# ---- assert_collector_flat ----
Fig. 1: assert_collector_flat, port wiring
Scale: 6 px per um.
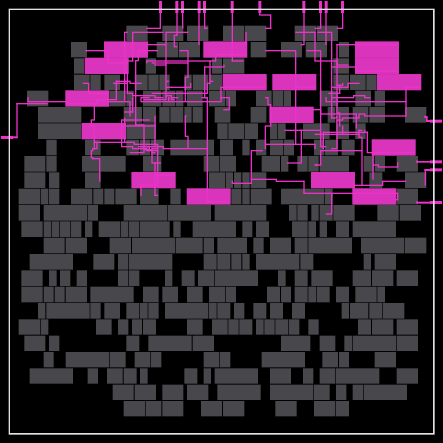

File: config.mk
export PLATFORM = sky130hd
export DESIGN_NAME = assert_collector_flat
export DESIGN_NICKNAME = d
export VERILOG_FILES = /design/src/rtl/assert_collector_if.sv /design/src/rtl/assert_collector.sv /design/src/flat_wrapper.sv
export SDC_FILE = /design/constraint.sdc
export NUM_CORES = 1
export LEC_CHECK = 0
export ABC_AREA = 0
export CORE_UTILIZATION = 47
export CTS_CLUSTER_DIAMETER = 40
export DETAILED_ROUTE_END_ITERATION = 8
export PLACE_DENSITY = 0.78
export SLEW_MARGIN = 10
export SYNTH_ARGS = -nofsm -noshare
export SYNTH_HDL_FRONTEND = slang
export SYNTH_SLANG_ARGS = --single-unit
File: constraint.sdc
create_clock -name clk -period 5.4 [get_ports clk]
set_clock_uncertainty 0.05 [all_clocks]
set_input_delay 1.08 -clock clk [delete_from_list [all_inputs] [get_ports clk]]
set_output_delay 1.08 -clock clk [all_outputs]
set_load 0.005 [all_outputs]
File: src/rtl/assert_collector_if.sv
// Check-result handshake between a test's checking logic (master) and
// the assert_collector (slave).
interface assert_collector_if #(
  parameter int ID_W = 8
);
  logic            chk_valid;
  logic            chk_ready;
  logic            chk_pass;
  logic [ID_W-1:0] chk_id;

  modport master (output chk_valid, chk_pass, chk_id, input chk_ready);
  modport slave  (input chk_valid, chk_pass, chk_id, output chk_ready);
endinterface

File: src/rtl/assert_collector.sv
// assert_collector: reduces a stream of pass/fail check results into a sticky
// ERROR flag, pass/fail counters and the id of the first failing check.
// Optional macro ASSERT_LOG_EN (simulation only) prints ":assert:(%b)" for each
// accepted result and for the final verdict on entering DONE.
module assert_collector #(
  parameter int ID_W     = 8,
  parameter int CNT_W    = 16,
  parameter int EXPECTED = 0
) (
  input  logic             clk,
  input  logic             rst,
  input  logic             start,
  input  logic             finish,
  assert_collector_if.slave chk,
  output logic             ERROR,
  output logic             done,
  output logic [CNT_W-1:0] pass_cnt,
  output logic [CNT_W-1:0] fail_cnt,
  output logic [ID_W-1:0]  first_fail_id,
  output logic             first_fail_vld
);

  typedef enum logic [1:0] {IDLE, COLLECT, DONE} state_t;

  localparam logic [CNT_W-1:0] CNT_MAX   = '1;
  localparam logic [CNT_W:0]   EXP_TOTAL = (CNT_W+1)'(EXPECTED);

  state_t           state, state_nxt;
  logic [CNT_W-1:0] pass_nxt, fail_nxt;
  logic [ID_W-1:0]  ffid_nxt;
  logic             ffvld_nxt, err_nxt;
  logic [CNT_W:0]   total;
  logic             acc;

  // chk_ready is only high in COLLECT, so acceptance implies COLLECT
  assign acc = chk.chk_valid && chk.chk_ready;

  // Next state and next result values; start restarts from any state
  always_comb begin
    state_nxt = state;
    pass_nxt  = pass_cnt;
    fail_nxt  = fail_cnt;
    ffid_nxt  = first_fail_id;
    ffvld_nxt = first_fail_vld;
    err_nxt   = ERROR;
    total     = '0;
    if (start) begin
      // Restart discards whatever result is offered this cycle
      state_nxt = COLLECT;
      pass_nxt  = '0;
      fail_nxt  = '0;
      ffid_nxt  = '0;
      ffvld_nxt = 1'b0;
      err_nxt   = 1'b0;
    end else if (state == COLLECT) begin
      if (acc) begin
        if (chk.chk_pass) begin
          if (pass_cnt == CNT_MAX) err_nxt = 1'b1;
          else                     pass_nxt = pass_cnt + 1'b1;
        end else begin
          err_nxt = 1'b1;
          if (fail_cnt != CNT_MAX) fail_nxt = fail_cnt + 1'b1;
          if (!first_fail_vld) begin
            ffid_nxt  = chk.chk_id;
            ffvld_nxt = 1'b1;
          end
        end
      end
      if (finish) begin
        state_nxt = DONE;
        // Count check uses the post-update counters so a result accepted
        // alongside finish is included; verdict is visible as done rises
        total = {1'b0, pass_nxt} + {1'b0, fail_nxt};
        if (EXPECTED != 0 && total != EXP_TOTAL) err_nxt = 1'b1;
      end
    end
  end

  // State and result registers; ready/done are registered decodes of next state
  always_ff @(posedge clk) begin
    if (rst) begin
      state          <= IDLE;
      pass_cnt       <= '0;
      fail_cnt       <= '0;
      first_fail_id  <= '0;
      first_fail_vld <= 1'b0;
      ERROR          <= 1'b0;
      chk.chk_ready  <= 1'b0;
      done           <= 1'b0;
    end else begin
      state          <= state_nxt;
      pass_cnt       <= pass_nxt;
      fail_cnt       <= fail_nxt;
      first_fail_id  <= ffid_nxt;
      first_fail_vld <= ffvld_nxt;
      ERROR          <= err_nxt;
      chk.chk_ready  <= (state_nxt == COLLECT);
      done           <= (state_nxt == DONE);
    end
  end

`ifdef ASSERT_LOG_EN
  // Simulation log of accepted results and the final verdict
  always_ff @(posedge clk) begin
    if (!rst && !start && acc) $display(":assert:(%b)", chk.chk_pass);
    if (!rst && !start && state == COLLECT && state_nxt == DONE)
      $display(":assert:(%b)", !err_nxt);
  end
`else
  // Logging disabled: no simulation output, datapath unchanged
`endif

endmodule
File: src/flat_wrapper.sv
// flat-port wrapper written by rule: the top's interface ports become plain ports
module assert_collector_flat 
#(
  parameter int ID_W     = 8,
  parameter int CNT_W    = 16,
  parameter int EXPECTED = 0
)
  (clk, rst, start, finish, ERROR, done, pass_cnt, fail_cnt, first_fail_id, first_fail_vld, chk_chk_valid, chk_chk_pass, chk_chk_id, chk_chk_ready);
  assert_collector_if #(.ID_W(ID_W)) chk_i ();
  input  logic clk;
  input  logic rst;
  input  logic start;
  input  logic finish;
  output logic ERROR;
  output logic done;
  output logic [CNT_W-1:0] pass_cnt;
  output logic [CNT_W-1:0] fail_cnt;
  output logic [ID_W-1:0] first_fail_id;
  output logic first_fail_vld;
  input wire logic [$bits(chk_i.chk_valid)-1:0] chk_chk_valid;
  input wire logic [$bits(chk_i.chk_pass)-1:0] chk_chk_pass;
  input wire logic [$bits(chk_i.chk_id)-1:0] chk_chk_id;
  output wire logic [$bits(chk_i.chk_ready)-1:0] chk_chk_ready;
  assign chk_i.chk_valid = chk_chk_valid;
  assign chk_i.chk_pass = chk_chk_pass;
  assign chk_i.chk_id = chk_chk_id;
  assign chk_chk_ready = chk_i.chk_ready;
  assert_collector #(.ID_W(ID_W), .CNT_W(CNT_W), .EXPECTED(EXPECTED)) u_core (.clk(clk), .rst(rst), .start(start), .finish(finish), .chk(chk_i), .ERROR(ERROR), .done(done), .pass_cnt(pass_cnt), .fail_cnt(fail_cnt), .first_fail_id(first_fail_id), .first_fail_vld(first_fail_vld));
endmodule
# ---- pmem_arbiter_flat ----
### config.mk
export PLATFORM = sky130hd
export DESIGN_NAME = pmem_arbiter_flat
export DESIGN_NICKNAME = d
export VERILOG_FILES = /design/src/rtl/pmem_arbiter_if.sv /design/src/rtl/pmem_arbiter.sv /design/src/flat_wrapper.sv
export SDC_FILE = /design/constraint.sdc
export NUM_CORES = 1
export LEC_CHECK = 0
export CORE_AREA = 3 3 268 270
export CTS_CLUSTER_SIZE = 30
export DETAILED_ROUTE_END_ITERATION = 8
export DIE_AREA = 0 0 271 273
export PLACE_DENSITY_LB_ADDON = 0.15
export SLEW_MARGIN = 20
export SYNTH_ARGS = -nofsm -noshare
export SYNTH_HDL_FRONTEND = slang
export SYNTH_SLANG_ARGS = --single-unit
### constraint.sdc
create_clock -name clk -period 1.8 [get_ports clk]
set_input_delay 0.45 -clock clk [delete_from_list [all_inputs] [get_ports clk]]
set_output_delay 0.45 -clock clk [all_outputs]
set_load 0.02 [all_outputs]
### src/rtl/pmem_arbiter_if.sv
// Bundle of every signal between the two caches, the arbiter and physical memory.
// The arbiter takes the slave view; the cache/memory side takes the master view.
interface pmem_arbiter_if;
   logic         i_pmem_read;
   logic [15:0]  i_pmem_address;
   logic [127:0] i_pmem_rdata;
   logic         i_pmem_resp;
   logic         d_pmem_read;
   logic         d_pmem_write;
   logic [15:0]  d_pmem_address;
   logic [127:0] d_pmem_wdata;
   logic [127:0] d_pmem_rdata;
   logic         d_pmem_resp;
   logic         pmem_read;
   logic         pmem_write;
   logic [15:0]  pmem_address;
   logic [127:0] pmem_wdata;
   logic [127:0] pmem_rdata;
   logic         pmem_resp;
   logic         i_grant;
   logic         d_grant;

   modport slave (
      input  i_pmem_read, i_pmem_address,
      input  d_pmem_read, d_pmem_write, d_pmem_address, d_pmem_wdata,
      input  pmem_rdata, pmem_resp,
      output i_pmem_rdata, i_pmem_resp, d_pmem_rdata, d_pmem_resp,
      output pmem_read, pmem_write, pmem_address, pmem_wdata,
      output i_grant, d_grant
   );

   modport master (
      output i_pmem_read, i_pmem_address,
      output d_pmem_read, d_pmem_write, d_pmem_address, d_pmem_wdata,
      output pmem_rdata, pmem_resp,
      input  i_pmem_rdata, i_pmem_resp, d_pmem_rdata, d_pmem_resp,
      input  pmem_read, pmem_write, pmem_address, pmem_wdata,
      input  i_grant, d_grant
   );
endinterface

### src/rtl/pmem_arbiter.sv
// Round-robin arbiter sharing one physical-memory port between the I-cache and D-cache.
// Strobes and responses pass through combinationally from the registered grant state.
module pmem_arbiter (
   input  logic          clk,
   input  logic          reset,
   pmem_arbiter_if.slave bus
);

   typedef enum logic [1:0] {
      IDLE    = 2'd0,
      SERVE_I = 2'd1,
      SERVE_D = 2'd2
   } state_t;

   state_t state_r;
   logic   last_d_r;
   logic   i_req_s;
   logic   d_req_s;

   assign i_req_s = bus.i_pmem_read;
   assign d_req_s = bus.d_pmem_read | bus.d_pmem_write;

   // Grant FSM; last_d_r remembers the most recent owner so ties alternate.
   always_ff @(posedge clk or posedge reset) begin
      if (reset) begin
         state_r  <= IDLE;
         last_d_r <= 1'b0;
      end else begin
         case (state_r)
            IDLE: begin
               if (i_req_s && (!d_req_s || last_d_r)) begin
                  state_r  <= SERVE_I;
                  last_d_r <= 1'b0;
               end else if (d_req_s) begin
                  state_r  <= SERVE_D;
                  last_d_r <= 1'b1;
               end else begin
                  state_r  <= IDLE;
               end
            end
            // A dropped request abandons the grant just like a completion does.
            SERVE_I: begin
               if (bus.pmem_resp || !i_req_s) begin
                  state_r <= IDLE;
               end else begin
                  state_r <= SERVE_I;
               end
            end
            SERVE_D: begin
               if (bus.pmem_resp || !d_req_s) begin
                  state_r <= IDLE;
               end else begin
                  state_r <= SERVE_D;
               end
            end
            default: begin
               state_r <= IDLE;
            end
         endcase
      end
   end

   // Route the owner's request to memory and memory's completion back to the owner.
   always_comb begin
      bus.pmem_read    = 1'b0;
      bus.pmem_write   = 1'b0;
      bus.pmem_address = 16'h0000;
      bus.i_pmem_resp  = 1'b0;
      bus.d_pmem_resp  = 1'b0;
      case (state_r)
         SERVE_I: begin
            bus.pmem_read    = bus.i_pmem_read;
            bus.pmem_address = bus.i_pmem_address;
            bus.i_pmem_resp  = bus.pmem_resp & i_req_s;
         end
         SERVE_D: begin
            bus.pmem_read    = bus.d_pmem_read;
            bus.pmem_write   = bus.d_pmem_write;
            bus.pmem_address = bus.d_pmem_address;
            bus.d_pmem_resp  = bus.pmem_resp & d_req_s;
         end
         default: begin
            bus.pmem_read    = 1'b0;
            bus.pmem_write   = 1'b0;
            bus.pmem_address = 16'h0000;
         end
      endcase
   end

   assign bus.i_grant      = (state_r == SERVE_I);
   assign bus.d_grant      = (state_r == SERVE_D);
   assign bus.i_pmem_rdata = bus.pmem_rdata;
   assign bus.d_pmem_rdata = bus.pmem_rdata;
   assign bus.pmem_wdata   = bus.d_pmem_wdata;

endmodule

### src/flat_wrapper.sv
// flat-port wrapper written by rule: the top's interface ports become plain ports
module pmem_arbiter_flat 
  (clk, reset, bus_i_pmem_read, bus_i_pmem_address, bus_d_pmem_read, bus_d_pmem_write, bus_d_pmem_address, bus_d_pmem_wdata, bus_pmem_rdata, bus_pmem_resp, bus_i_pmem_rdata, bus_i_pmem_resp, bus_d_pmem_rdata, bus_d_pmem_resp, bus_pmem_read, bus_pmem_write, bus_pmem_address, bus_pmem_wdata, bus_i_grant, bus_d_grant);
  pmem_arbiter_if bus_i ();
  input  logic clk;
  input  logic reset;
  input wire logic [$bits(bus_i.i_pmem_read)-1:0] bus_i_pmem_read;
  input wire logic [$bits(bus_i.i_pmem_address)-1:0] bus_i_pmem_address;
  input wire logic [$bits(bus_i.d_pmem_read)-1:0] bus_d_pmem_read;
  input wire logic [$bits(bus_i.d_pmem_write)-1:0] bus_d_pmem_write;
  input wire logic [$bits(bus_i.d_pmem_address)-1:0] bus_d_pmem_address;
  input wire logic [$bits(bus_i.d_pmem_wdata)-1:0] bus_d_pmem_wdata;
  input wire logic [$bits(bus_i.pmem_rdata)-1:0] bus_pmem_rdata;
  input wire logic [$bits(bus_i.pmem_resp)-1:0] bus_pmem_resp;
  output wire logic [$bits(bus_i.i_pmem_rdata)-1:0] bus_i_pmem_rdata;
  output wire logic [$bits(bus_i.i_pmem_resp)-1:0] bus_i_pmem_resp;
  output wire logic [$bits(bus_i.d_pmem_rdata)-1:0] bus_d_pmem_rdata;
  output wire logic [$bits(bus_i.d_pmem_resp)-1:0] bus_d_pmem_resp;
  output wire logic [$bits(bus_i.pmem_read)-1:0] bus_pmem_read;
  output wire logic [$bits(bus_i.pmem_write)-1:0] bus_pmem_write;
  output wire logic [$bits(bus_i.pmem_address)-1:0] bus_pmem_address;
  output wire logic [$bits(bus_i.pmem_wdata)-1:0] bus_pmem_wdata;
  output wire logic [$bits(bus_i.i_grant)-1:0] bus_i_grant;
  output wire logic [$bits(bus_i.d_grant)-1:0] bus_d_grant;
  assign bus_i.i_pmem_read = bus_i_pmem_read;
  assign bus_i.i_pmem_address = bus_i_pmem_address;
  assign bus_i.d_pmem_read = bus_d_pmem_read;
  assign bus_i.d_pmem_write = bus_d_pmem_write;
  assign bus_i.d_pmem_address = bus_d_pmem_address;
  assign bus_i.d_pmem_wdata = bus_d_pmem_wdata;
  assign bus_i.pmem_rdata = bus_pmem_rdata;
  assign bus_i.pmem_resp = bus_pmem_resp;
  assign bus_i_pmem_rdata = bus_i.i_pmem_rdata;
  assign bus_i_pmem_resp = bus_i.i_pmem_resp;
  assign bus_d_pmem_rdata = bus_i.d_pmem_rdata;
  assign bus_d_pmem_resp = bus_i.d_pmem_resp;
  assign bus_pmem_read = bus_i.pmem_read;
  assign bus_pmem_write = bus_i.pmem_write;
  assign bus_pmem_address = bus_i.pmem_address;
  assign bus_pmem_wdata = bus_i.pmem_wdata;
  assign bus_i_grant = bus_i.i_grant;
  assign bus_d_grant = bus_i.d_grant;
  pmem_arbiter u_core (.clk(clk), .reset(reset), .bus(bus_i));
endmodule
# ---- mult8_seq_sched ----
$ cat config.mk
export PLATFORM = sky130hd
export DESIGN_NAME = mult8_seq_sched
export DESIGN_NICKNAME = d
export VERILOG_FILES = /design/src/rtl/mult8_seq_sched.sv
export SDC_FILE = /design/constraint.sdc
export NUM_CORES = 1
export LEC_CHECK = 0
export CAP_MARGIN = 5
export CORE_MARGIN = 5
export CORE_UTILIZATION = 45
export CTS_BUF_LIST = sky130_fd_sc_hd__clkbuf_4 sky130_fd_sc_hd__clkbuf_8
export DETAILED_ROUTE_END_ITERATION = 8
export PLACE_DENSITY_LB_ADDON = 0.3
export SLEW_MARGIN = 10
export SYNTH_ARGS = -nofsm -noshare
export SYNTH_HDL_FRONTEND = slang
export SYNTH_SLANG_ARGS = --single-unit
$ cat constraint.sdc
create_clock -name clk -period 2.9 [get_ports clk]
set_input_delay 0.58 -clock clk [delete_from_list [all_inputs] [get_ports clk]]
set_output_delay 0.58 -clock clk [all_outputs]
set_load 0.02 [all_outputs]
$ cat src/rtl/mult8_seq_sched.sv
`default_nettype none
// ============================================================================
// Module  : mult8_seq_sched
// Purpose : 8x8 unsigned multiply scheduled over four cycles on an external
//           4x4 sub-multiplier. Optional self-check: MULT8_SELFCHECK_EN.
// Rev     : 1.0  initial release
// ============================================================================
module mult8_seq_sched #(
    parameter int SUB_W = 4
) (
    input  logic                 clk,
    input  logic                 rst,
    input  logic                 in_valid,
    output logic                 in_ready,
    input  logic [2*SUB_W-1:0]   a,
    input  logic [2*SUB_W-1:0]   b,
    output logic [SUB_W-1:0]     mul_a,
    output logic [SUB_W-1:0]     mul_b,
    input  logic [2*SUB_W-1:0]   mul_p,
    output logic                 out_valid,
    input  logic                 out_ready,
    output logic [4*SUB_W-1:0]   p,
    output logic                 err
);

    localparam int c_OP_W  = 2 * SUB_W;
    localparam int c_RES_W = 4 * SUB_W;

    typedef enum logic [1:0] {
        S_IDLE = 2'd0,
        S_MUL  = 2'd1,
        S_DONE = 2'd2
    } state_t;

    state_t              r_state;
    state_t              w_state_next;
    logic [1:0]          r_k;
    logic [c_OP_W-1:0]   r_a;
    logic [c_OP_W-1:0]   r_b;
    logic [c_RES_W-1:0]  r_acc;
    logic [c_RES_W-1:0]  r_p;
    logic [c_RES_W-1:0]  w_shifted;
    logic [c_RES_W-1:0]  w_acc_next;
    logic                w_accept;

    always_ff @(posedge clk) begin
        if (rst) begin
            r_state <= S_IDLE;
        end else begin
            r_state <= w_state_next;
        end
    end

    always_comb begin
        w_state_next = r_state;
        in_ready     = 1'b0;
        out_valid    = 1'b0;
        mul_a        = '0;
        mul_b        = '0;
        case (r_state)
            S_IDLE: begin
                in_ready = !rst;
                if (in_valid) begin
                    w_state_next = S_MUL;
                end
            end
            S_MUL: begin
                // k[1] picks the multiplicand nibble, k[0] the multiplier nibble
                mul_a = r_k[1] ? r_a[c_OP_W-1:SUB_W] : r_a[SUB_W-1:0];
                mul_b = r_k[0] ? r_b[c_OP_W-1:SUB_W] : r_b[SUB_W-1:0];
                if (r_k == 2'd3) begin
                    w_state_next = S_DONE;
                end
            end
            S_DONE: begin
                out_valid = 1'b1;
                in_ready  = out_ready && !rst;
                if (out_ready) begin
                    w_state_next = in_valid ? S_MUL : S_IDLE;
                end
            end
            default: begin
                w_state_next = S_IDLE;
            end
        endcase
    end

    assign w_accept = in_valid && in_ready;

    always_comb begin
        w_shifted = '0;
        case (r_k)
            2'd0:    w_shifted = {{c_OP_W{1'b0}}, mul_p};
            2'd1,
            2'd2:    w_shifted = {{SUB_W{1'b0}}, mul_p, {SUB_W{1'b0}}};
            default: w_shifted = {mul_p, {c_OP_W{1'b0}}};
        endcase
    end

    assign w_acc_next = r_acc + w_shifted;

    always_ff @(posedge clk) begin
        if (rst) begin
            r_k   <= 2'd0;
            r_a   <= '0;
            r_b   <= '0;
            r_acc <= '0;
            r_p   <= '0;
        end else if (w_accept) begin
            r_a   <= a;
            r_b   <= b;
            r_acc <= '0;
            r_k   <= 2'd0;
        end else if (r_state == S_MUL) begin
            r_acc <= w_acc_next;
            r_k   <= r_k + 2'd1;
            // p only moves on DONE entry so it stays stable while unread
            if (r_k == 2'd3) begin
                r_p <= w_acc_next;
            end
        end
    end

    assign p = r_p;

`ifdef MULT8_SELFCHECK_EN
    logic                r_err;
    logic [c_RES_W-1:0]  w_ref;

    assign w_ref = {{c_OP_W{1'b0}}, r_a} * {{c_OP_W{1'b0}}, r_b};

    always_ff @(posedge clk) begin
        if (rst) begin
            r_err <= 1'b0;
        end else if ((r_state == S_MUL) && (r_k == 2'd3) && (w_acc_next != w_ref)) begin
            r_err <= 1'b1;
        end
    end

    assign err = r_err;
`else
    assign err = 1'b0;
`endif

endmodule
`default_nettype wire


==> screenshots <==
Signal wires on met2.
shot_01.png
Scale: 4 px per um. Cells faint in the background.
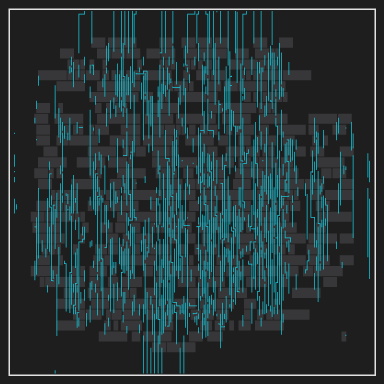
shot_02.png
Scale: 6 px per um. Cells faint in the background.
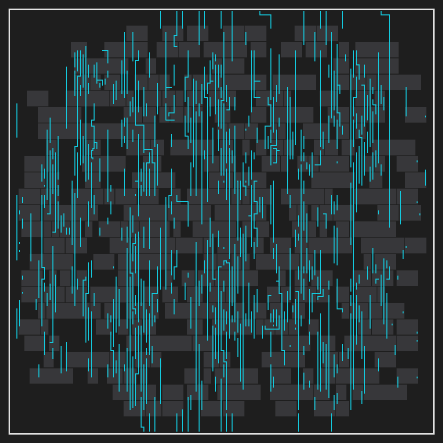
shot_03.png
Scale: 1.5 px per um. Cells faint in the background.
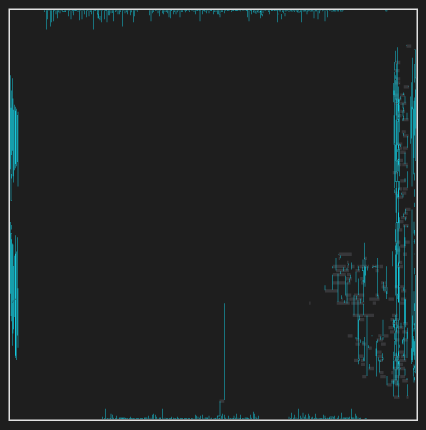
mult8_seq_sched: shot_01.png
assert_collector_flat: shot_02.png
pmem_arbiter_flat: shot_03.png

Key to shot_02.png:
wire length on this layer: 2,480 um
nets with wire on the layer: 290
longest straight run: 37.7 um
main direction: vertical

Fig. 2: pmem_arbiter_flat, clock wiring as the flow saved it
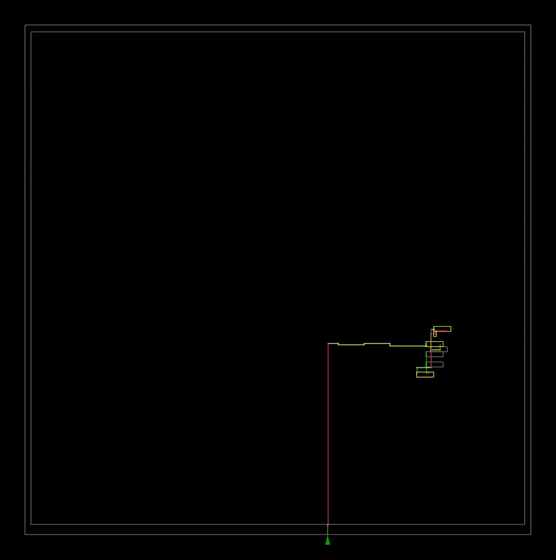
Power Clock: 0.000350 W
clkbuf count: 4
clk sink count: 3

==> run notes, pmem_arbiter_flat <==
yosys + openroad results -> Initial DRC Count=30, maxcap violations=0, number of buffers inserted by hold repair at cts=0, Post-Synth Adder-Cell Area=0.01480, worst reg2reg endpoint=u_core.state_r[0], Final ANT Viol Nets=0, final setup violation count=19, fraction of area in multi-input gates=0.2037, Synth area leader=buf_4, comb pwr=0.00207 W, failing checks=setup timing, design area=0.002703 mm2, largest register by flop count=u_core.state_r, status=complete, but fails checks, final worst slack=-0.1454 ns, Critical Path Max Stage Delay=0.41 ns, Worst-path clk slew=0.03 ns, die area=0.07398 mm2
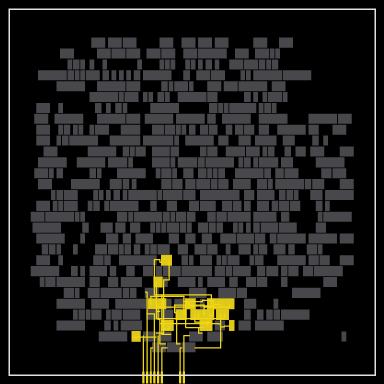
Fig. 3. Port wiring (mult8_seq_sched).
Scale: 4 px per um.
| port | color | bits | direction | edge | end cells | wire |
|---|---|---|---|---|---|---|
| mul_p | yellow | 8 | input | south | 16 | 326 um |

Fig. 4: mult8_seq_sched, clock network drawn from the DEF
Scale: 4 px per um.
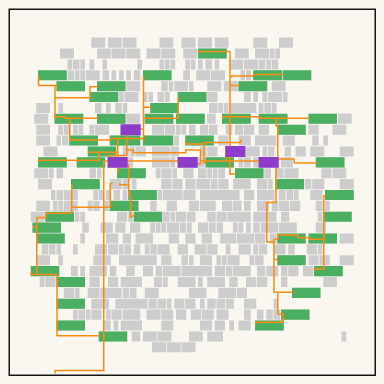
[clock-net drivers] purple | count: 5
[flip-flops] green | count: 52
[clock wires] orange | length: 593 um
routed clock nets: 6
Power Clock: 0.000426 W
power share of the clock group: 0.278

==> run notes, mult8_seq_sched <==
yosys + openroad results -> final setup violation count=0, YS warnings=0, Pre-Repair DR Iteration Count=4, worst reg2reg endpoint=p[15], status=finished clean, Chip Area, Yosys=0.002962 mm2, count of multi-input gates=293, Post-synth EDFFs=0, Final GP Congestion=0.9796, Dominant comb cell=simple AND/OR/NAND/NOR gates, Worst-path clk slew=0.10 ns, fp_density=0.4638, fmax=353.2 MHz, register share after synthesis=0.3515, Flop area=0.001044 mm2, via density per instance=5.457, Layout Skew=0.004436 ns, die area=0.008304 mm2, P_seq=0.000755 W, synth cell count leaders=nand2_1 (78), dfxtp_1 (52), a21oi_1 (50), nor2_1 (29), ha_1 (17), Psw=0.0004529 W, compound-cell area share of the yosys netlist=0.2138, dominant logic cell type in the layout=nand2_1, CP startpoint=r_k[0], grt met2 use=0.3089, crit-path leading delay family=AND-OR/OR-AND gates
Fig. 5: assert_collector_flat, clock network drawn from the DEF
Scale: 6 px per um.
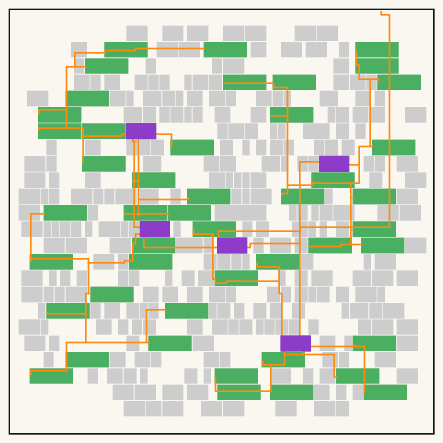
[clock wires] orange | length: 557 um
[flip-flops] green | count: 46
[clock-net drivers] purple | count: 5
flops lie: all over the die
routed clock nets: 6

Fig. 6: assert_collector_flat, placement by cell class
Scale: 6 px per um. Fill, decap, tap and diode cells in gray.
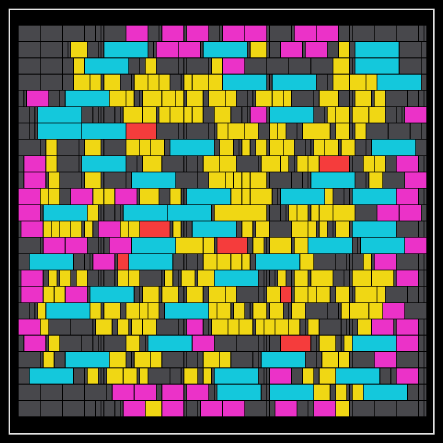
| class | color | cells | share of their area |
|---|---|---|---|
| clock drivers and dummy loads | red | 7 | 2.8% |
| remaining buffers and delay cells | magenta | 59 | 21% |
| remaining logic cells | yellow | 206 | 44% |
| registers | cyan | 46 | 33% |
design area: 0.002879 mm2
final core occ: 0.6478
Core Box Area: 0.004444 mm2

Notes on Fig. 1 above:
| port | color | bits | direction | edge | end cells | wire |
|---|---|---|---|---|---|---|
| pass_cnt | magenta | 16 | output | 11 north, 4 east, 1 west | 16 | 761 um |
PortBufs: 57
I/O pins: 58

==> run notes, assert_collector_flat <==
yosys + openroad results -> Initial DRC Count=143, via density per instance=6.122, compound-cell area share of the yosys netlist=0.2188, Setup crit end=u_core.pass_cnt[15], Largest cell class=logic gates, Psw=0.0001293 W, P_seq=0.000343 W, Layout clock area frac=0.02738, non-filler instance count after layout=370, status=complete, but fails checks, Top cells by area=dfxtp_1 (42%), a21oi_1 (8.2%), o31ai_1 (6.1%), Critical Path RT=5.57 ns, failing checks=DRC, synth cell count leaders=dfxtp_1 (46), a21oi_1 (36), nand2_1 (26), o31ai_1 (18), or4_1 (17), Synth area leader=dfxtp_1, Top Registers=u_core.fail_cnt (16), u_core.pass_cnt (16), u_core.first_fail_id (8), Residual DRC=13, maxcap violations=0, Hold Path Class=flip-flop to flip-flop, CP endpoint kind=flip-flop, R2R depth=4, Bufs on Longest Clock Path=2, Simple-Gate Area Share=0.3027, registers=46, Post-synth EDFFs=0

Power is estimated from default activity; no workload was simulated.
